==================== mac_sequencer
mac_sequencer, signal wires by layer:
Scale bar: 20 um.
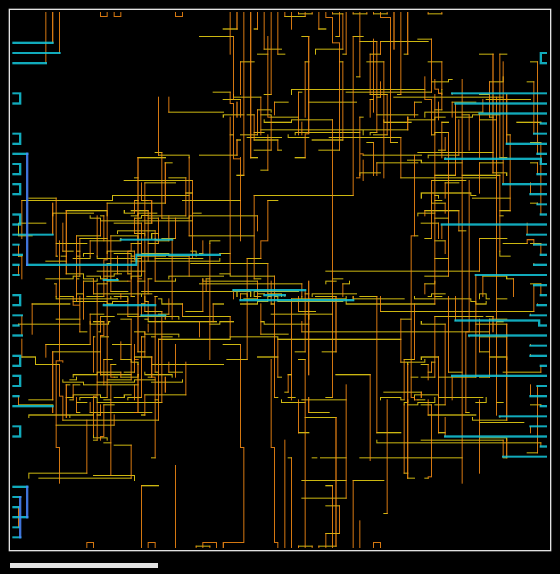

File: config.mk
export PLATFORM = sky130hd
export DESIGN_NAME = mac_sequencer
export DESIGN_NICKNAME = d
export VERILOG_FILES = /design/src/rtl/mac_sequencer.sv
export SDC_FILE = /design/constraint.sdc
export NUM_CORES = 1
export LEC_CHECK = 0
export CAP_MARGIN = 25
export CORE_UTILIZATION = 36
export DETAILED_ROUTE_END_ITERATION = 10
export PLACE_DENSITY = 0.95
export SYNTH_ARGS = -nofsm -noshare
export SYNTH_HDL_FRONTEND = slang
export SYNTH_SLANG_ARGS = --single-unit
File: constraint.sdc
create_clock -name clk -period 3.5 [get_ports clk]
set_input_delay 0.525 -clock clk [delete_from_list [all_inputs] [get_ports clk]]
set_output_delay 0.525 -clock clk [all_outputs]
set_load 0.05 [all_outputs]
File: src/rtl/mac_sequencer.sv
// mac_sequencer: drives a shared 16-bit MAC through one TAPS-long dot product
// plus bias per kernel window, then holds the sum on a valid/ready output.
//
// Ports
//   clk, rst              clock, asynchronous active-high reset
//   start, bias           begin a window; bias is sampled on the accepting edge
//   busy                  high while a window is in flight or its result is held
//   rd_en, rd_addr        tap-buffer read strobe/address (data returns next cycle)
//   in_data, w_data       tap-buffer read data
//   mac_in, mac_w, mac_b  MAC operands (in_data, w_data, running accumulator)
//   mac_out               MAC result
//   out_data, out_valid   finished sum and its valid flag
//   out_ready             downstream accept
module mac_sequencer #(
  parameter int DW   = 16,
  parameter int TAPS = 9,
  parameter int AW   = 4
) (
  input  logic          clk,
  input  logic          rst,
  input  logic          start,
  input  logic [DW-1:0] bias,
  output logic          busy,
  output logic          rd_en,
  output logic [AW-1:0] rd_addr,
  input  logic [DW-1:0] in_data,
  input  logic [DW-1:0] w_data,
  output logic [DW-1:0] mac_in,
  output logic [DW-1:0] mac_w,
  output logic [DW-1:0] mac_b,
  input  logic [DW-1:0] mac_out,
  output logic [DW-1:0] out_data,
  output logic          out_valid,
  input  logic          out_ready
);

  typedef enum logic [1:0] {IDLE, RUN, TAIL, HOLD} state_t;

  localparam logic [AW-1:0] LAST = AW'(TAPS - 1);

  state_t        state;
  logic [AW-1:0] cnt;
  logic [DW-1:0] acc;
  logic          data_v;
  logic          busy_q;
  logic          rd_en_q;
  logic          out_valid_q;

  always_ff @(posedge clk or posedge rst) begin
    if (rst) begin
      state       <= IDLE;
      cnt         <= '0;
      acc         <= '0;
      data_v      <= 1'b0;
      busy_q      <= 1'b0;
      rd_en_q     <= 1'b0;
      out_valid_q <= 1'b0;
    end else begin
      // Read data lags the strobe by one cycle; data_v marks the cycle it lands.
      data_v <= rd_en_q;
      if (data_v) acc <= mac_out;

      // Loading bias never collides with accumulation: data_v is low in IDLE/HOLD.
      case (state)
        IDLE: begin
          if (start) begin
            acc     <= bias;
            cnt     <= '0;
            state   <= RUN;
            rd_en_q <= 1'b1;
            busy_q  <= 1'b1;
          end
        end
        RUN: begin
          if (cnt == LAST) begin
            state   <= TAIL;
            rd_en_q <= 1'b0;
          end else begin
            cnt <= cnt + AW'(1);
          end
        end
        TAIL: begin
          state       <= HOLD;
          out_valid_q <= 1'b1;
        end
        HOLD: begin
          if (out_ready) begin
            out_valid_q <= 1'b0;
            if (start) begin
              acc     <= bias;
              cnt     <= '0;
              state   <= RUN;
              rd_en_q <= 1'b1;
            end else begin
              state  <= IDLE;
              busy_q <= 1'b0;
            end
          end
        end
        default: state <= IDLE;
      endcase
    end
  end

  assign busy      = busy_q;
  assign rd_en     = rd_en_q;
  assign rd_addr   = cnt;
  assign mac_in    = in_data;
  assign mac_w     = w_data;
  assign mac_b     = acc;
  assign out_data  = acc;
  assign out_valid = out_valid_q;

endmodule

==================== multi_alarm_clock_ctrl
File: src/rtl/macl_pkg.sv
// Shared types and BCD helpers for the multi-alarm clock controller.
package macl_pkg;

    typedef logic [3:0] bcd_t;

    typedef struct packed {
        bcd_t mh;
        bcd_t lh;
        bcd_t mm;
        bcd_t lm;
    } clk_time_t;

    typedef enum logic [1:0] {
        AL_QUIET    = 2'd0,
        AL_SOUNDING = 2'd1,
        AL_SNOOZED  = 2'd2
    } alarm_state_t;

    typedef enum logic {
        KEY_IDLE  = 1'b0,
        KEY_ENTRY = 1'b1
    } key_state_t;

    function automatic logic is_legal_time(input clk_time_t t);
        logic hour_ok;
        logic min_ok;
        if (t.mh < 4'd2) begin
            hour_ok = (t.lh <= 4'd9);
        end else begin
            hour_ok = (t.mh == 4'd2) && (t.lh <= 4'd3);
        end
        min_ok = (t.mm <= 4'd5) && (t.lm <= 4'd9);
        return hour_ok && min_ok;
    endfunction

    // One-minute BCD advance with 23:59 -> 00:00 wrap.
    function automatic clk_time_t bcd_min_inc(input clk_time_t t);
        clk_time_t n;
        n = t;
        if (t.lm != 4'd9) begin
            n.lm = t.lm + 4'd1;
        end else begin
            n.lm = 4'd0;
            if (t.mm != 4'd5) begin
                n.mm = t.mm + 4'd1;
            end else begin
                n.mm = 4'd0;
                if ((t.mh == 4'd2) && (t.lh == 4'd3)) begin
                    n.mh = 4'd0;
                    n.lh = 4'd0;
                end else if (t.lh == 4'd9) begin
                    n.lh = 4'd0;
                    n.mh = t.mh + 4'd1;
                end else begin
                    n.lh = t.lh + 4'd1;
                end
            end
        end
        return n;
    endfunction

endpackage

File: src/rtl/multi_alarm_clock_ctrl_bcd_time_counter.sv
// Minute prescaler plus BCD time-of-day register with synchronous load.
module bcd_time_counter
    import macl_pkg::*;
#(
    parameter int CYCLES_PER_MIN = 15360
) (
    input  logic        clock,
    input  logic        reset,
    input  logic        load,
    input  logic [15:0] load_time,
    output logic [15:0] cur_time,
    output logic        min_tick,
    output logic        time_upd
);

    localparam int PW = (CYCLES_PER_MIN > 1) ? $clog2(CYCLES_PER_MIN) : 1;

    logic [PW-1:0] presc_r;
    clk_time_t     time_r;
    logic          upd_r;

    assign min_tick = (presc_r == PW'(CYCLES_PER_MIN - 1));
    assign cur_time = time_r;
    assign time_upd = upd_r;

    // Prescaler, time register and the one-cycle "time just changed" flag.
    always_ff @(posedge clock or negedge reset) begin
        if (!reset) begin
            presc_r <= '0;
            time_r  <= '0;
            upd_r   <= 1'b0;
        end else begin
            if (load) begin
                time_r  <= load_time;
                presc_r <= '0;
            end else if (min_tick) begin
                time_r  <= bcd_min_inc(time_r);
                presc_r <= '0;
            end else begin
                presc_r <= presc_r + PW'(1);
            end
            upd_r <= load | min_tick;
        end
    end

endmodule

File: src/rtl/multi_alarm_clock_ctrl.sv
// Multi-alarm 24-hour clock: key entry, alarm storage, snooze/stop/timeout.
// Optional 12-hour display selected by defining DISPLAY_12H_EN.
module multi_alarm_clock_ctrl
    import macl_pkg::*;
#(
    parameter int NUM_ALARMS        = 4,
    parameter int CYCLES_PER_MIN    = 15360,
    parameter int SNOOZE_MIN        = 5,
    parameter int ALARM_TIMEOUT_MIN = 10,
    parameter int KEY_TIMEOUT       = 2560,
    localparam int AW = (NUM_ALARMS > 1) ? $clog2(NUM_ALARMS) : 1
) (
    input  logic                  clock,
    input  logic                  reset,
    input  logic [3:0]            key,
    input  logic                  key_valid,
    input  logic                  time_button,
    input  logic                  alarm_button,
    input  logic [AW-1:0]         alarm_sel,
    input  logic [NUM_ALARMS-1:0] alarm_enable,
    input  logic                  snooze,
    input  logic                  stop_alarm,
    output logic [3:0]            ms_hour,
    output logic [3:0]            ls_hour,
    output logic [3:0]            ms_minute,
    output logic [3:0]            ls_minute,
    output logic                  alarm_sound,
    output logic [AW-1:0]         alarm_id,
    output logic                  entry_busy
`ifdef DISPLAY_12H_EN
    ,
    input  logic                  mode_12h,
    output logic                  pm
`endif
);

    localparam int IW = $clog2(KEY_TIMEOUT + 1);

    key_state_t   key_state_r;
    clk_time_t    buf_r;
    logic [IW-1:0] idle_cnt_r;
    logic         entry_busy_r;

    alarm_state_t al_state_r;
    logic [5:0]   tmo_r;
    logic [5:0]   snz_r;
    logic         alarm_sound_r;
    logic [AW-1:0] alarm_id_r;

    clk_time_t    alarm_r [NUM_ALARMS];
    clk_time_t    cur_time_s;
    clk_time_t    disp_r;
    logic         min_tick_s;
    logic         time_upd_s;
    logic         buf_legal_s;
    logic         time_load_s;
    logic         alarm_load_s;
    logic         match_hit_s;
    logic [AW-1:0] match_id_s;

    assign buf_legal_s  = is_legal_time(buf_r);
    assign time_load_s  = (key_state_r == KEY_ENTRY) && time_button && buf_legal_s;
    assign alarm_load_s = (key_state_r == KEY_ENTRY) && !time_button && alarm_button &&
                          buf_legal_s && (int'(alarm_sel) < NUM_ALARMS);

    bcd_time_counter #(
        .CYCLES_PER_MIN (CYCLES_PER_MIN)
    ) u_time (
        .clock     (clock),
        .reset     (reset),
        .load      (time_load_s),
        .load_time (buf_r),
        .cur_time  (cur_time_s),
        .min_tick  (min_tick_s),
        .time_upd  (time_upd_s)
    );

    // Key-entry FSM: digit buffer, idle timeout, button commit.
    always_ff @(posedge clock or negedge reset) begin
        if (!reset) begin
            key_state_r  <= KEY_IDLE;
            buf_r        <= '0;
            idle_cnt_r   <= '0;
            entry_busy_r <= 1'b0;
        end else begin
            case (key_state_r)
                KEY_IDLE: begin
                    if (key_valid && (key <= 4'd9)) begin
                        buf_r        <= {buf_r.lh, buf_r.mm, buf_r.lm, key};
                        idle_cnt_r   <= '0;
                        key_state_r  <= KEY_ENTRY;
                        entry_busy_r <= 1'b1;
                    end
                end
                KEY_ENTRY: begin
                    if (time_button || alarm_button) begin
                        buf_r        <= '0;
                        key_state_r  <= KEY_IDLE;
                        entry_busy_r <= 1'b0;
                    end else if (key_valid) begin
                        idle_cnt_r <= '0;
                        if (key <= 4'd9) begin
                            buf_r <= {buf_r.lh, buf_r.mm, buf_r.lm, key};
                        end
                    end else if (idle_cnt_r == IW'(KEY_TIMEOUT - 1)) begin
                        buf_r        <= '0;
                        key_state_r  <= KEY_IDLE;
                        entry_busy_r <= 1'b0;
                    end else begin
                        idle_cnt_r <= idle_cnt_r + IW'(1);
                    end
                end
                default: begin
                    buf_r        <= '0;
                    key_state_r  <= KEY_IDLE;
                    entry_busy_r <= 1'b0;
                end
            endcase
        end
    end

    // Alarm slot storage.
    always_ff @(posedge clock or negedge reset) begin
        if (!reset) begin
            for (int i = 0; i < NUM_ALARMS; i++) begin
                alarm_r[i] <= '0;
            end
        end else begin
            for (int i = 0; i < NUM_ALARMS; i++) begin
                if (alarm_load_s && (int'(alarm_sel) == i)) begin
                    alarm_r[i] <= buf_r;
                end
            end
        end
    end

    // Lowest-index enabled slot equal to the current time.
    always_comb begin
        match_hit_s = 1'b0;
        match_id_s  = '0;
        for (int i = NUM_ALARMS - 1; i >= 0; i--) begin
            if (alarm_enable[i] && (alarm_r[i] == cur_time_s)) begin
                match_hit_s = 1'b1;
                match_id_s  = AW'(i);
            end else begin
                match_hit_s = match_hit_s;
                match_id_s  = match_id_s;
            end
        end
    end

    // Alarm FSM: stop beats snooze, snooze beats the unattended timeout.
    always_ff @(posedge clock or negedge reset) begin
        if (!reset) begin
            al_state_r    <= AL_QUIET;
            tmo_r         <= '0;
            snz_r         <= '0;
            alarm_sound_r <= 1'b0;
            alarm_id_r    <= '0;
        end else begin
            case (al_state_r)
                AL_QUIET: begin
                    if (time_upd_s && match_hit_s) begin
                        al_state_r    <= AL_SOUNDING;
                        alarm_id_r    <= match_id_s;
                        tmo_r         <= '0;
                        alarm_sound_r <= 1'b1;
                    end
                end
                AL_SOUNDING: begin
                    if (stop_alarm) begin
                        al_state_r    <= AL_QUIET;
                        alarm_sound_r <= 1'b0;
                    end else if (snooze) begin
                        al_state_r    <= AL_SNOOZED;
                        snz_r         <= 6'(SNOOZE_MIN);
                        alarm_sound_r <= 1'b0;
                    end else if (min_tick_s) begin
                        if (tmo_r == 6'(ALARM_TIMEOUT_MIN - 1)) begin
                            al_state_r    <= AL_QUIET;
                            alarm_sound_r <= 1'b0;
                        end else begin
                            tmo_r <= tmo_r + 6'd1;
                        end
                    end
                end
                AL_SNOOZED: begin
                    if (stop_alarm || !alarm_enable[alarm_id_r]) begin
                        al_state_r <= AL_QUIET;
                    end else if (min_tick_s) begin
                        if (snz_r == 6'd1) begin
                            al_state_r    <= AL_SOUNDING;
                            tmo_r         <= '0;
                            alarm_sound_r <= 1'b1;
                        end else begin
                            snz_r <= snz_r - 6'd1;
                        end
                    end
                end
                default: begin
                    al_state_r    <= AL_QUIET;
                    alarm_sound_r <= 1'b0;
                end
            endcase
        end
    end

`ifdef DISPLAY_12H_EN
    logic pm_r;

    // Returns {pm, ms digit, ls digit} of a 24-hour BCD hour shown on a 12-hour face.
    function automatic logic [8:0] hour_12h(input bcd_t mh, input bcd_t lh);
        logic [4:0] h;
        logic [4:0] h12;
        h = (5'(mh) * 5'd10) + 5'(lh);
        if (h == 5'd0) begin
            h12 = 5'd12;
        end else if (h > 5'd12) begin
            h12 = h - 5'd12;
        end else begin
            h12 = h;
        end
        if (h12 >= 5'd10) begin
            return {(h >= 5'd12), 4'd1, 4'(h12 - 5'd10)};
        end else begin
            return {(h >= 5'd12), 4'd0, 4'(h12)};
        end
    endfunction

    // Display register; entry always shows the raw 24-hour buffer.
    always_ff @(posedge clock or negedge reset) begin
        if (!reset) begin
            disp_r <= '0;
            pm_r   <= 1'b0;
        end else if (key_state_r == KEY_ENTRY) begin
            disp_r <= buf_r;
            pm_r   <= 1'b0;
        end else if (mode_12h) begin
            {pm_r, disp_r.mh, disp_r.lh} <= hour_12h(cur_time_s.mh, cur_time_s.lh);
            disp_r.mm <= cur_time_s.mm;
            disp_r.lm <= cur_time_s.lm;
        end else begin
            disp_r <= cur_time_s;
            pm_r   <= 1'b0;
        end
    end

    assign pm = pm_r;
`else
    // Display register: buffer during entry, time of day otherwise.
    always_ff @(posedge clock or negedge reset) begin
        if (!reset) begin
            disp_r <= '0;
        end else if (key_state_r == KEY_ENTRY) begin
            disp_r <= buf_r;
        end else begin
            disp_r <= cur_time_s;
        end
    end
`endif

    assign ms_hour     = disp_r.mh;
    assign ls_hour     = disp_r.lh;
    assign ms_minute   = disp_r.mm;
    assign ls_minute   = disp_r.lm;
    assign alarm_sound = alarm_sound_r;
    assign alarm_id    = alarm_id_r;
    assign entry_busy  = entry_busy_r;

endmodule

File: config.mk
export PLATFORM = sky130hd
export DESIGN_NAME = multi_alarm_clock_ctrl
export DESIGN_NICKNAME = d
export VERILOG_FILES = /design/src/rtl/macl_pkg.sv /design/src/rtl/multi_alarm_clock_ctrl_bcd_time_counter.sv /design/src/rtl/multi_alarm_clock_ctrl.sv
export SDC_FILE = /design/constraint.sdc
export NUM_CORES = 1
export LEC_CHECK = 0
export CAP_MARGIN = 5
export CORE_MARGIN = 10
export CORE_UTILIZATION = 49
export CTS_CLUSTER_SIZE = 8
export DETAILED_ROUTE_END_ITERATION = 16
export PLACE_DENSITY_LB_ADDON = 0.12
export SETUP_SLACK_MARGIN = 0.15
export SYNTH_ARGS = -nofsm -noshare
export SYNTH_HDL_FRONTEND = slang
export SYNTH_SLANG_ARGS = --single-unit
File: constraint.sdc
create_clock -name clock -period 2.8 [get_ports clock]
set_input_delay 0.56 -clock clock [delete_from_list [all_inputs] [get_ports clock]]
set_output_delay 0.56 -clock clock [all_outputs]
set_load 0.01 [all_outputs]
==================== dma_request_arbiter
## src/rtl/dma_pkg.sv

```systemverilog
`default_nettype none
// ============================================================================
// Module      : dma_pkg
// Description : Shared types and constants for the DMA request arbiter.
// Revision    : 1.0 - initial release
// ============================================================================
package dma_pkg;

    typedef enum logic [1:0] {
        ARB_IDLE    = 2'd0,
        ARB_REQ     = 2'd1,
        ARB_GRANT   = 2'd2,
        ARB_RELEASE = 2'd3
    } arb_state_t;

    localparam int DMA_NUM_CH = 4;

endpackage : dma_pkg
`default_nettype wire

```

## src/rtl/dma_prio_enc.sv

```systemverilog
`default_nettype none
// ============================================================================
// Module      : dma_prio_enc
// Description : Combinational priority encoder whose search starts at base;
//               base = 0 gives fixed priority (channel 0 highest).
// Revision    : 1.0 - initial release
// ============================================================================
module dma_prio_enc #(
    parameter int NUM_CH = 4,
    parameter int CH_W   = $clog2(NUM_CH)
) (
    input  logic [NUM_CH-1:0] req,
    input  logic [CH_W-1:0]   base,
    output logic              any,
    output logic [CH_W-1:0]   idx
);

    logic [CH_W-1:0] w_cand;

    // Walk offsets from farthest to nearest so the nearest requester wins.
    always_comb begin
        any    = |req;
        idx    = '0;
        w_cand = '0;
        for (int i = NUM_CH - 1; i >= 0; i--) begin
            w_cand = CH_W'((int'(base) + i) % NUM_CH);
            if (req[w_cand]) begin
                idx = w_cand;
            end
        end
    end

endmodule : dma_prio_enc
`default_nettype wire

```

## src/rtl/dma_request_arbiter.sv

```systemverilog
`default_nettype none
// ============================================================================
// Module      : dma_request_arbiter
// Description : DREQ arbitration and HRQ/HLDA bus-hold sequencer for an
//               8237A-style DMA controller. Rotating priority is built only
//               when ROTATE_PRIORITY_EN is defined.
// Revision    : 1.0 - initial release
// ============================================================================
module dma_request_arbiter
    import dma_pkg::*;
#(
    parameter int NUM_CH = DMA_NUM_CH,
    parameter int CH_W   = $clog2(NUM_CH)
) (
    input  logic              CLK,
    input  logic              RESET,
    input  logic [NUM_CH-1:0] dreq,
    input  logic [NUM_CH-1:0] mask,
    input  logic              dreqSenseLow,
    input  logic              dackSenseHigh,
    input  logic              cfgRotate,
    input  logic              hlda,
    input  logic              xferDone,
    input  logic              eopIn,
    output logic              validDREQ,
    output logic              hrq,
    output logic [NUM_CH-1:0] dack,
    output logic              validDACK,
    output logic [CH_W-1:0]   activeCh,
    output logic              busLost
);

    arb_state_t        state_q;
    logic [NUM_CH-1:0] dreq_q;
    logic              valid_dreq_q;
    logic              hrq_q;
    logic              valid_dack_q;
    logic [CH_W-1:0]   active_ch_q;
    logic              bus_lost_q;

    logic [NUM_CH-1:0] w_req;
    logic [NUM_CH-1:0] w_dack_raw;
    logic [CH_W-1:0]   w_base;
    logic              w_any;
    logic [CH_W-1:0]   w_idx;
    logic              w_done;

    assign w_req  = (dreq_q ^ {NUM_CH{dreqSenseLow}}) & ~mask;
    assign w_done = xferDone | eopIn;

`ifdef ROTATE_PRIORITY_EN
    logic [CH_W-1:0] base_q;
    logic [CH_W-1:0] base_d;

    assign base_d = (active_ch_q == CH_W'(NUM_CH - 1)) ? '0 : active_ch_q + CH_W'(1);

    // Only a completed service advances the rotation; a lost bus does not.
    always_ff @(posedge CLK) begin
        if (RESET) begin
            base_q <= '0;
        end else if (state_q == ARB_GRANT && w_done) begin
            base_q <= base_d;
        end
    end

    assign w_base = cfgRotate ? base_q : '0;
`else
    logic w_unused_cfg;
    assign w_unused_cfg = cfgRotate;
    assign w_base       = '0;
`endif

    dma_prio_enc #(
        .NUM_CH (NUM_CH),
        .CH_W   (CH_W)
    ) u_prio_enc (
        .req  (w_req),
        .base (w_base),
        .any  (w_any),
        .idx  (w_idx)
    );

    always_ff @(posedge CLK) begin
        if (RESET) begin
            state_q      <= ARB_IDLE;
            dreq_q       <= '0;
            valid_dreq_q <= 1'b0;
            hrq_q        <= 1'b0;
            valid_dack_q <= 1'b0;
            active_ch_q  <= '0;
            bus_lost_q   <= 1'b0;
        end else begin
            dreq_q       <= dreq;
            valid_dreq_q <= w_any;
            bus_lost_q   <= 1'b0;
            case (state_q)
                ARB_IDLE: begin
                    if (w_any) begin
                        active_ch_q <= w_idx;
                        hrq_q       <= 1'b1;
                        state_q     <= ARB_REQ;
                    end else begin
                        hrq_q <= 1'b0;
                    end
                end
                ARB_REQ: begin
                    // The latched channel is kept; late higher-priority requests wait.
                    if (hlda) begin
                        valid_dack_q <= 1'b1;
                        state_q      <= ARB_GRANT;
                    end else if (!w_req[active_ch_q]) begin
                        hrq_q   <= 1'b0;
                        state_q <= ARB_IDLE;
                    end
                end
                ARB_GRANT: begin
                    if (w_done) begin
                        valid_dack_q <= 1'b0;
                        hrq_q        <= 1'b0;
                        state_q      <= ARB_RELEASE;
                    end else if (!hlda) begin
                        valid_dack_q <= 1'b0;
                        hrq_q        <= 1'b0;
                        bus_lost_q   <= 1'b1;
                        state_q      <= ARB_IDLE;
                    end
                end
                ARB_RELEASE: begin
                    if (!hlda) begin
                        state_q <= ARB_IDLE;
                    end
                end
                default: begin
                    state_q <= ARB_IDLE;
                end
            endcase
        end
    end

    // Polarity is applied after the register so a command write flips dack at once.
    assign w_dack_raw = valid_dack_q ? (NUM_CH'(1) << active_ch_q) : '0;
    assign dack       = w_dack_raw ^ {NUM_CH{~dackSenseHigh}};

    assign validDREQ = valid_dreq_q;
    assign hrq       = hrq_q;
    assign validDACK = valid_dack_q;
    assign activeCh  = active_ch_q;
    assign busLost   = bus_lost_q;

endmodule : dma_request_arbiter
`default_nettype wire

```

## config.mk

```make
export PLATFORM = sky130hd
export DESIGN_NAME = dma_request_arbiter
export DESIGN_NICKNAME = d
export VERILOG_FILES = /design/src/rtl/dma_pkg.sv /design/src/rtl/dma_prio_enc.sv /design/src/rtl/dma_request_arbiter.sv
export SDC_FILE = /design/constraint.sdc
export NUM_CORES = 1
export LEC_CHECK = 0
export ABC_AREA = 1
export ABC_CLOCK_PERIOD_IN_PS = 1320
export CAP_MARGIN = 5
export CORE_MARGIN = 3
export CORE_UTILIZATION = 40
export CTS_BUF_LIST = sky130_fd_sc_hd__clkbuf_8
export CTS_CLUSTER_SIZE = 24
export DETAILED_ROUTE_END_ITERATION = 10
export GPL_ROUTABILITY_DRIVEN = 0
export GPL_TIMING_DRIVEN = 0
export PLACE_DENSITY = 0.73
export SLEW_MARGIN = 20
export SYNTH_ARGS = -nofsm -noshare
export SYNTH_HDL_FRONTEND = slang
export SYNTH_SLANG_ARGS = --single-unit
```

## constraint.sdc

```tcl
create_clock -name CLK -period 1.32 [get_ports CLK]
set_input_delay 0.264 -clock CLK [delete_from_list [all_inputs] [get_ports CLK]]
set_output_delay 0.264 -clock CLK [all_outputs]
set_load 0.01 [all_outputs]
```

==================== fetch_unit_flat
File: config.mk
export PLATFORM = sky130hd
export DESIGN_NAME = fetch_unit_flat
export DESIGN_NICKNAME = d
export VERILOG_FILES = /design/src/rtl/cpu_pkg.sv /design/src/rtl/fetch_unit_if.sv /design/src/rtl/fetch_unit_phase_counter.sv /design/src/rtl/fetch_unit.sv /design/src/flat_wrapper.sv
export SDC_FILE = /design/constraint.sdc
export NUM_CORES = 1
export LEC_CHECK = 0
export CAP_MARGIN = 15
export CORE_MARGIN = 1.5
export CORE_UTILIZATION = 45
export DETAILED_ROUTE_END_ITERATION = 8
export HOLD_SLACK_MARGIN = 0.15
export PLACE_DENSITY_LB_ADDON = 0.12
export SYNTH_ARGS = -nofsm -noshare
export SYNTH_HDL_FRONTEND = slang
export SYNTH_SLANG_ARGS = --single-unit
File: constraint.sdc
create_clock -name clk -period 2 [get_ports clk]
set_input_delay 0.4 -clock clk [delete_from_list [all_inputs] [get_ports clk]]
set_output_delay 0.4 -clock clk [all_outputs]
set_load 0.02 [all_outputs]
File: src/rtl/cpu_pkg.sv
// Shared definitions for the accumulator CPU front end and controller:
// default field widths, phase encoding and opcode values.
package cpu_pkg;

    localparam int unsigned OPC_W_DEFAULT  = 4;
    localparam int unsigned ADDR_W_DEFAULT = 5;
    localparam int unsigned CNT_W_DEFAULT  = 16;

    localparam logic [2:0] PH_INST_ADDR  = 3'd0;
    localparam logic [2:0] PH_INST_FETCH = 3'd1;
    localparam logic [2:0] PH_INST_LOAD  = 3'd2;
    localparam logic [2:0] PH_IDLE       = 3'd3;
    localparam logic [2:0] PH_OP_ADDR    = 3'd4;
    localparam logic [2:0] PH_OP_FETCH   = 3'd5;
    localparam logic [2:0] PH_ALU_OP     = 3'd6;
    localparam logic [2:0] PH_STORE      = 3'd7;

    localparam logic [3:0] OP_HLT = 4'h0;
    localparam logic [3:0] OP_SKZ = 4'h1;
    localparam logic [3:0] OP_ADD = 4'h2;
    localparam logic [3:0] OP_AND = 4'h3;
    localparam logic [3:0] OP_XOR = 4'h4;
    localparam logic [3:0] OP_LDA = 4'h5;
    localparam logic [3:0] OP_STO = 4'h6;
    localparam logic [3:0] OP_JMP = 4'h7;

    // Phase after a non-halted edge; 3-bit arithmetic gives the 7 -> 0 wrap.
    function automatic logic [2:0] next_phase(input logic [2:0] cur);
        return cur + 3'd1;
    endfunction

endpackage

File: src/rtl/fetch_unit_if.sv
// Controller <-> fetch unit signal bundle. The master drives strobes and
// memory data; the slave (fetch unit) returns phase, IR fields, PC and address.
interface fetch_unit_if #(
    parameter int unsigned OPC_W  = 4,
    parameter int unsigned ADDR_W = 5,
    parameter int unsigned CNT_W  = 16
);
    logic [OPC_W+ADDR_W-1:0] data_in;
    logic                    sel;
    logic                    ld_ir;
    logic                    inc_pc;
    logic                    ld_pc;
    logic                    halt;
    logic [2:0]              phase;
    logic [OPC_W-1:0]        opcode;
    logic [ADDR_W-1:0]       ir_addr;
    logic [ADDR_W-1:0]       pc;
    logic [ADDR_W-1:0]       addr;
    logic [CNT_W-1:0]        icount;

    modport master (
        output data_in, sel, ld_ir, inc_pc, ld_pc, halt,
        input  phase, opcode, ir_addr, pc, addr, icount
    );

    modport slave (
        input  data_in, sel, ld_ir, inc_pc, ld_pc, halt,
        output phase, opcode, ir_addr, pc, addr, icount
    );
endinterface

File: src/rtl/fetch_unit_phase_counter.sv
// 3-bit phase sequencer for the controller: advances every non-halted edge
// and flags the edge on which phase 7 wraps back to 0.
module fetch_unit_phase_counter
    import cpu_pkg::*;
(
    input  logic       clk_i,
    input  logic       rst_ni,
    input  logic       halt_i,
    output logic [2:0] phase_o,
    output logic       wrap_o
);
    logic [2:0] phase_q, phase_d;

    always_comb begin
        phase_d = phase_q;
        if (!halt_i) begin
            phase_d = next_phase(phase_q);
        end
    end

    always_ff @(posedge clk_i or negedge rst_ni) begin
        if (!rst_ni) begin
            phase_q <= PH_INST_ADDR;
        end else begin
            phase_q <= phase_d;
        end
    end

    assign phase_o = phase_q;
    assign wrap_o  = !halt_i && (phase_q == PH_STORE);
endmodule

File: src/rtl/fetch_unit.sv
// Front-end stage: phase sequencer, instruction register, program counter,
// memory address mux and a saturating retired-instruction counter.
module fetch_unit
    import cpu_pkg::*;
#(
    parameter int unsigned OPC_W  = OPC_W_DEFAULT,
    parameter int unsigned ADDR_W = ADDR_W_DEFAULT,
    parameter int unsigned CNT_W  = CNT_W_DEFAULT
) (
    input logic         clk,
    input logic         rst,
    fetch_unit_if.slave bus
);
    localparam int unsigned IR_W = OPC_W + ADDR_W;

    logic [IR_W-1:0]   ir_q, ir_d;
    logic [ADDR_W-1:0] pc_q, pc_d;
    logic [CNT_W-1:0]  icount_q, icount_d;
    logic [2:0]        phase;
    logic              wrap;

    fetch_unit_phase_counter u_phase_counter (
        .clk_i   (clk),
        .rst_ni  (rst),
        .halt_i  (bus.halt),
        .phase_o (phase),
        .wrap_o  (wrap)
    );

    // A jump reads the operand held before this edge, so a same-edge IR load
    // only affects the following instruction.
    always_comb begin
        ir_d     = ir_q;
        pc_d     = pc_q;
        icount_d = icount_q;
        if (!bus.halt) begin
            if (bus.ld_ir) begin
                ir_d = bus.data_in;
            end
            if (bus.ld_pc) begin
                pc_d = ir_q[ADDR_W-1:0];
            end else if (bus.inc_pc) begin
                pc_d = pc_q + ADDR_W'(1);
            end
            if (wrap && (icount_q != {CNT_W{1'b1}})) begin
                icount_d = icount_q + CNT_W'(1);
            end
        end
    end

    always_ff @(posedge clk or negedge rst) begin
        if (!rst) begin
            ir_q     <= '0;
            pc_q     <= '0;
            icount_q <= '0;
        end else begin
            ir_q     <= ir_d;
            pc_q     <= pc_d;
            icount_q <= icount_d;
        end
    end

    assign bus.phase   = phase;
    assign bus.opcode  = ir_q[IR_W-1:ADDR_W];
    assign bus.ir_addr = ir_q[ADDR_W-1:0];
    assign bus.pc      = pc_q;
    assign bus.addr    = bus.sel ? pc_q : ir_q[ADDR_W-1:0];
    assign bus.icount  = icount_q;
endmodule

File: src/flat_wrapper.sv
// flat-port wrapper written by rule: the top's interface ports become plain ports
module fetch_unit_flat import cpu_pkg::*;
#(
    parameter int unsigned OPC_W  = OPC_W_DEFAULT,
    parameter int unsigned ADDR_W = ADDR_W_DEFAULT,
    parameter int unsigned CNT_W  = CNT_W_DEFAULT
)
  (clk, rst, bus_data_in, bus_sel, bus_ld_ir, bus_inc_pc, bus_ld_pc, bus_halt, bus_phase, bus_opcode, bus_ir_addr, bus_pc, bus_addr, bus_icount);
  fetch_unit_if #(.OPC_W(OPC_W), .ADDR_W(ADDR_W), .CNT_W(CNT_W)) bus_i ();
  input logic clk;
  input logic rst;
  input wire logic [$bits(bus_i.data_in)-1:0] bus_data_in;
  input wire logic [$bits(bus_i.sel)-1:0] bus_sel;
  input wire logic [$bits(bus_i.ld_ir)-1:0] bus_ld_ir;
  input wire logic [$bits(bus_i.inc_pc)-1:0] bus_inc_pc;
  input wire logic [$bits(bus_i.ld_pc)-1:0] bus_ld_pc;
  input wire logic [$bits(bus_i.halt)-1:0] bus_halt;
  output wire logic [$bits(bus_i.phase)-1:0] bus_phase;
  output wire logic [$bits(bus_i.opcode)-1:0] bus_opcode;
  output wire logic [$bits(bus_i.ir_addr)-1:0] bus_ir_addr;
  output wire logic [$bits(bus_i.pc)-1:0] bus_pc;
  output wire logic [$bits(bus_i.addr)-1:0] bus_addr;
  output wire logic [$bits(bus_i.icount)-1:0] bus_icount;
  assign bus_i.data_in = bus_data_in;
  assign bus_i.sel = bus_sel;
  assign bus_i.ld_ir = bus_ld_ir;
  assign bus_i.inc_pc = bus_inc_pc;
  assign bus_i.ld_pc = bus_ld_pc;
  assign bus_i.halt = bus_halt;
  assign bus_phase = bus_i.phase;
  assign bus_opcode = bus_i.opcode;
  assign bus_ir_addr = bus_i.ir_addr;
  assign bus_pc = bus_i.pc;
  assign bus_addr = bus_i.addr;
  assign bus_icount = bus_i.icount;
  fetch_unit #(.OPC_W(OPC_W), .ADDR_W(ADDR_W), .CNT_W(CNT_W)) u_core (.clk(clk), .rst(rst), .bus(bus_i));
endmodule
multi_alarm_clock_ctrl, signal wires by layer:
Scale bar: 50 um.
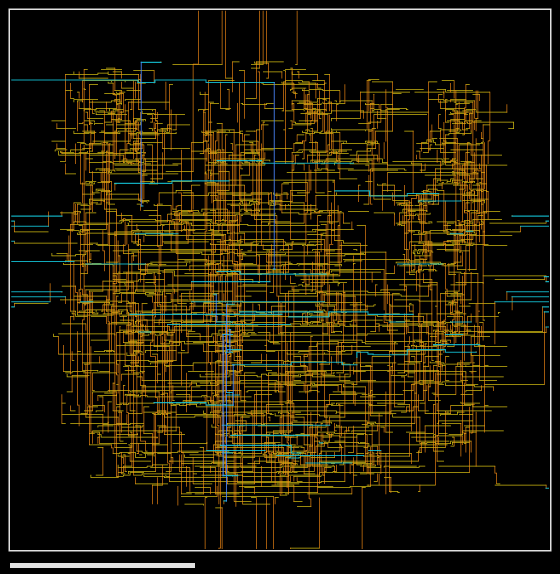
M3: in cyan, wire length 879 um. M4: in blue, wire length 204 um. M1: in yellow, wire length 8920 um. M2: in orange, wire length 8590 um.
vias: 5609
total global-route track usage: 0.1817
WL/cell: 18.32 um

multi_alarm_clock_ctrl, congestion heat map:
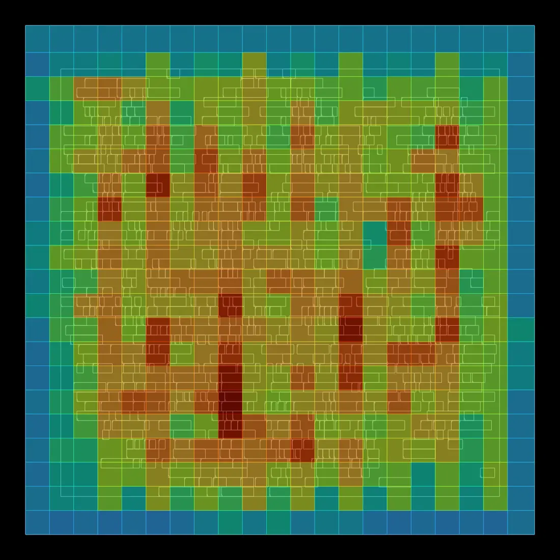
GR met3 Demand/Resource: 0.04688
GR Util met2: 0.2778
fin util: 0.5884

==> impl_metrics.csv, multi_alarm_clock_ctrl <==
group,metric,value,unit
synth,synthXorXnorAreaFrac,0.1040,
worst_setup_path,path_class,"flop to flop",
timing,holdWs,106.8,ps
global_routing,grt_pass1_vias,5721,
synth,synth_area,7745,um^2
worst_setup_path,cp_slowest_stage_delay,500,ps
synth,ys_types,57,
power_and_ir_drop,switchingPower,2.587,mW
finish,largest_reg_flops,64,
finish,buf_share,0.06377,
synth,synthCells,748,
synth,yosysTopAreaCell,"dfrtp_1",
placement,dpl_cell_area,8421,um^2
drt,ant_nets,0,
global_routing,grtUsageMet1,0.2502,
drt,maxUsedRoutingLayer,"met4",
synth,synth_flops,158,
drt,wl_met1,8916,um
synth,synth_stat.cells,748,
floorplanning,rows,45,
synth,synth_top_cell_by_count,"dfrtp_1",
finish,drive_gt1_frac,0.1418,
outcome,status,"complete, no violations",
timing,setup_viol,0,
fetch_unit_flat, floorplan with the power grid:
Pins as bars on the die edge. Tap cells in grey.
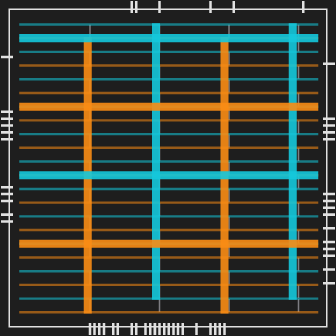
VDD: in cyan. VSS: in orange.
The core has 21 rows. 4 straps on met4. 22 met1 rails follow the rows. 46 tap cells. 54 signal pins sit on the boundary.
maximum VDD drop: 0.6746 mV
Die X: 62.71 um
Core Area: 3390 um^2
die extent in y: 62.71 um

==> impl_metrics.csv, fetch_unit_flat <==
group,metric,value,unit
worst_setup_path,reg2reg_to,"u_core.bus.icount[15]",
timing,rsz0062_at_grt,"no",
clocking,clock-sinks,33,
synth,synth_stat.cells,137,
floorplanning,rows,21,
worst_setup_path,crit_chain,"clkdlybuf4s50_1",
finish,layout_top_cells,"clkdlybuf4s50_1 (47), dfrtp_1 (33), mux2_2 (16), xnor2_1 (11), nand4_1 (10)",
synth,synthXorXnorAreaFrac,0.08736,
global_routing,grt_util_all_layers,0.2021,
flow_run,warnings,26,
power_and_ir_drop,pwr.group.clock,0.429,mW
global_routing,grt_max_degree,34,
worst_setup_path,required,1600,ps
drt,firstDrtPassIters,4,
power_and_ir_drop,power-top-group,"sequential cells",
finish,n_all_buffers,59,
outcome,status,"complete, no violations",
clocking,htree_levels,2,
synth,ys_sh_simple,0.1755,
drt,routed_wl,3525,um
finish,stdcell_count,245,
worst_setup_path,cp.arrival,1500,ps
timing,fin_ws,96.64,ps
drt,via_per_inst,5.314,
finish,final_common_cell,"clkdlybuf4s50_1",
synth,synthAoiAreaFrac,0.05694,
synth,synthCells,137,
clocking,cts_tree,"built",
global_routing,busiest_layer,"met2",
worst_setup_path,cp_slowest_stage_delay,660,ps
finish,diodes,0,
drt,ant_nets,0,
finish,clkbuf_count,7,
placement,dp_hpwl,2657,um
timing,period_minus_slack,1903,ps
synth,yosysChipArea,1604,um^2
floorplanning,tap_cells,46,
power_and_ir_drop,leakagePower,0.9502,nW
timing,fmax,525.4,MHz
power_and_ir_drop,p_int,1.371,mW
global_routing,antenna_found_initial,0,
drt,wl_met2,1738,um
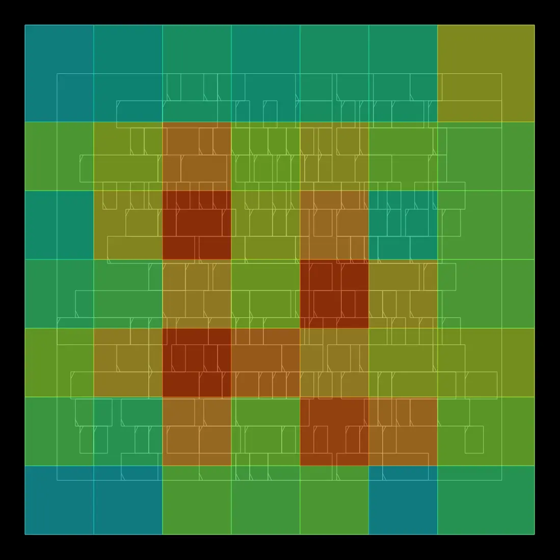
dma_request_arbiter: congestion heat map
GR Util met2: 0.2918
fin util: 0.6742

==> impl_metrics.csv, dma_request_arbiter <==
group,metric,value,unit
outcome,status,"finished with violations",
outcome,failed_checks,"setup timing",
placement,io_buffers,24,
finish,largest_cell_class,"logic gates",
finish,regArea,255.2,um^2
timing,finClkSkew,3.625,ps
finish,areaGrowthSynthToFinish,50.69,%
power_and_ir_drop,p_per_area,1349,nW/um^2
drt,wl_per_cell,11.97,um
timing,setup_viol,5,
synth,synthXorXnorAreaFrac,0.04301,
power_and_ir_drop,swShare,0.3800,
power_and_ir_drop,peakVddDrop,0.9418,mV
placement,dp_hpwl,1506,um
finish,drive_gt1_frac,0.3082,
timing,worst_slew_pin_slew,488.3,ps
finish,comb_cells,86,
global_routing,grt_util_all_layers,0.1733,
drt,vias,894,
synth,yosysTopAreaCellShare,0.2949,
min_path,hold_depth,2,
worst_setup_path,r2r_cells,11,
finish,layout_top_cells,"nand2_1 (30), inv_1 (20), clkdlybuf4s50_1 (9)",
floorplanning,dieArea,2614,um^2
timing,fin_ws,-94.01,ps
finish,stdcell_count,184,
finish,final_common_cell,"nand2_1",
synth,ys_sh_simple,0.3579,
synth,mux_area_frac,0,
power_and_ir_drop,power_frac_seq,0.323,
worst_setup_path,crit_end,"dack[1]",
global_routing,antenna_found_initial,0,
min_path,hp-start,"hrq",
synth,avgSynthCellArea,6.414,um^2
mac_sequencer, congestion heat map:
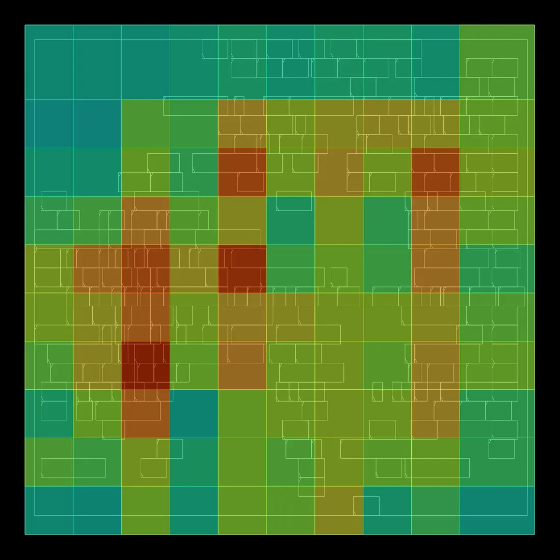
GR peak layer: met2
GR met3 Demand/Resource: 0.03315

## Picture notes: 'signal wires by layer' of mac_sequencer
M2: in orange, wire length 2030 um. M3: in cyan, wire length 323 um. M1: in yellow, wire length 1560 um. M4: in blue, wire length 24.5 um.
total global-route track usage: 0.1492
vias: 1355

==> impl_metrics.csv, mac_sequencer <==
group,metric,value,unit
timing,tns,0,ps
drt,ant_nets,0,
finish,largest_reg_flops,16,
power_and_ir_drop,power_combinational,1.69,mW
finish,areaGrowthSynthToFinish,28.31,%
floorplanning,core-area,4786,um^2
floorplanning,rows,25,
placement,io_buffers,74,
outcome,status,"complete, no violations",
power_and_ir_drop,p_clk_frac,0.082,
synth,fp_nets,263,
worst_setup_path,cp.arrival,2320,ps
timing,slew_violations,0,
floorplanning,tap_cells,67,
drt,first_iter_violations,55,
power_and_ir_drop,leakagePower,1.041,nW
finish,stdcell_count,281,
flow_run,warnings,31,
flow_run,maxCapViolCount,0,
finish,final-clk-cell-share,0.02380,
min_path,hold_depth,0,
worst_setup_path,cp_slowest_stage_delay,720,ps
synth,ys_sh_simple,0.1013,
finish,diodes,0,
finish,layout_top_cells,"clkdlybuf4s50_1 (74), dfrtp_1 (26), nand2_1 (19), mux2i_1 (15)",
synth,yosysTopAreaCell,"dfrtp_1",
drt,firstDrtPassIters,4,
timing,period_used_share,0.6317,
drt,met3_length,323,um
worst_setup_path,worstSetupStartpointType,"input port",


==> layout pictures side by side <==
Placement by cell class.
(a)
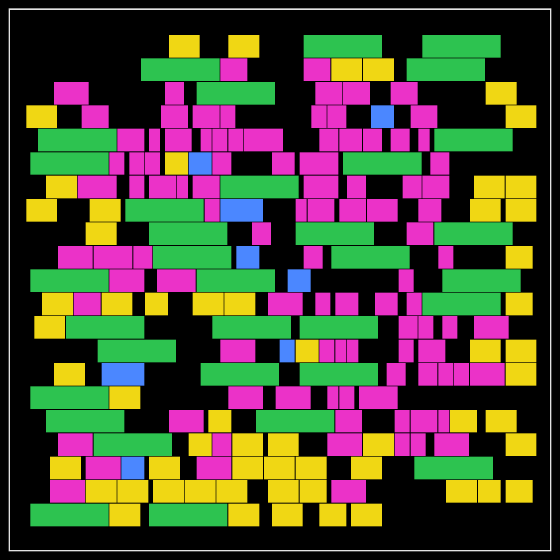
(b)
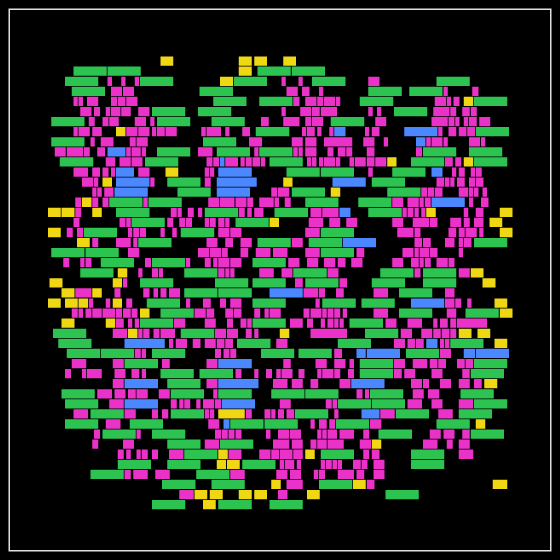
(c)
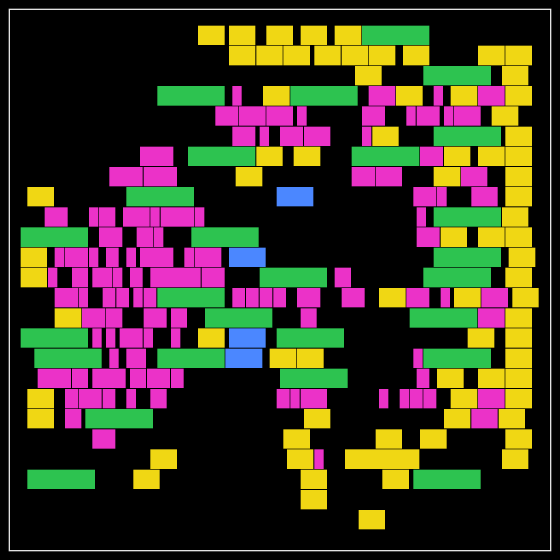
(d)
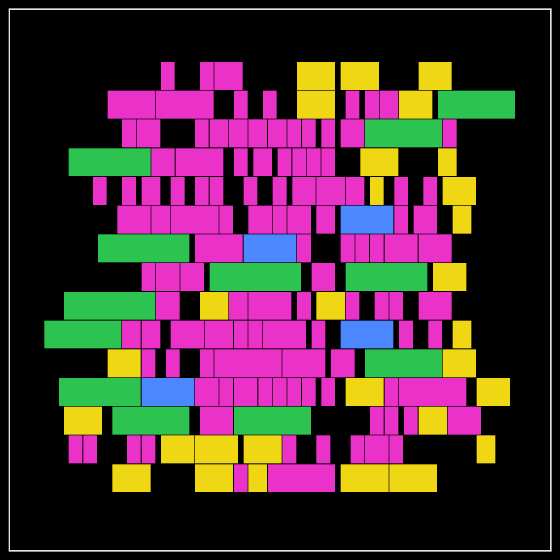
(b): multi_alarm_clock_ctrl
(d): dma_request_arbiter
(a): fetch_unit_flat
(c): mac_sequencer
Of these, most sequential cells: (b)
Of these, fewest cells: (d)

Key to (b):
remaining buffers and delay cells: in yellow, cells 63. registers: in green, cells 158. clock drivers and dummy loads: in blue, cells 32. remaining logic cells: in magenta, cells 551.


==> notes/layouts.md <==
Pictures saved along the way, in no particular order.

Floorplan with the power grid.
Pins as bars on the die edge. Tap cells in grey.
shot_01.png
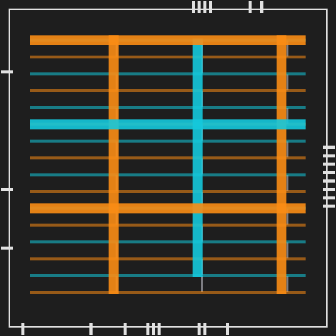
shot_02.png
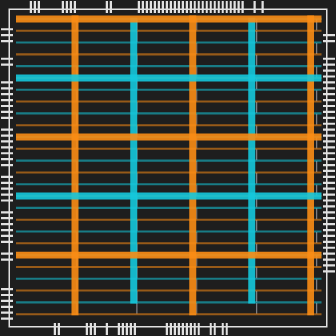
shot_03.png
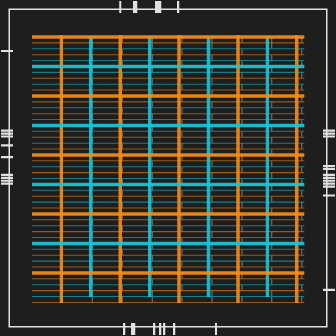
shot_02.png comes from mac_sequencer.
shot_03.png comes from multi_alarm_clock_ctrl.
shot_01.png comes from dma_request_arbiter.
- largest die: shot_03.png

Key to shot_03.png:
VSS: in orange. VDD: in cyan.
37 signal pins sit on the boundary. 46 met1 rails follow the rows.

Power and IR drop assume default switching activity.
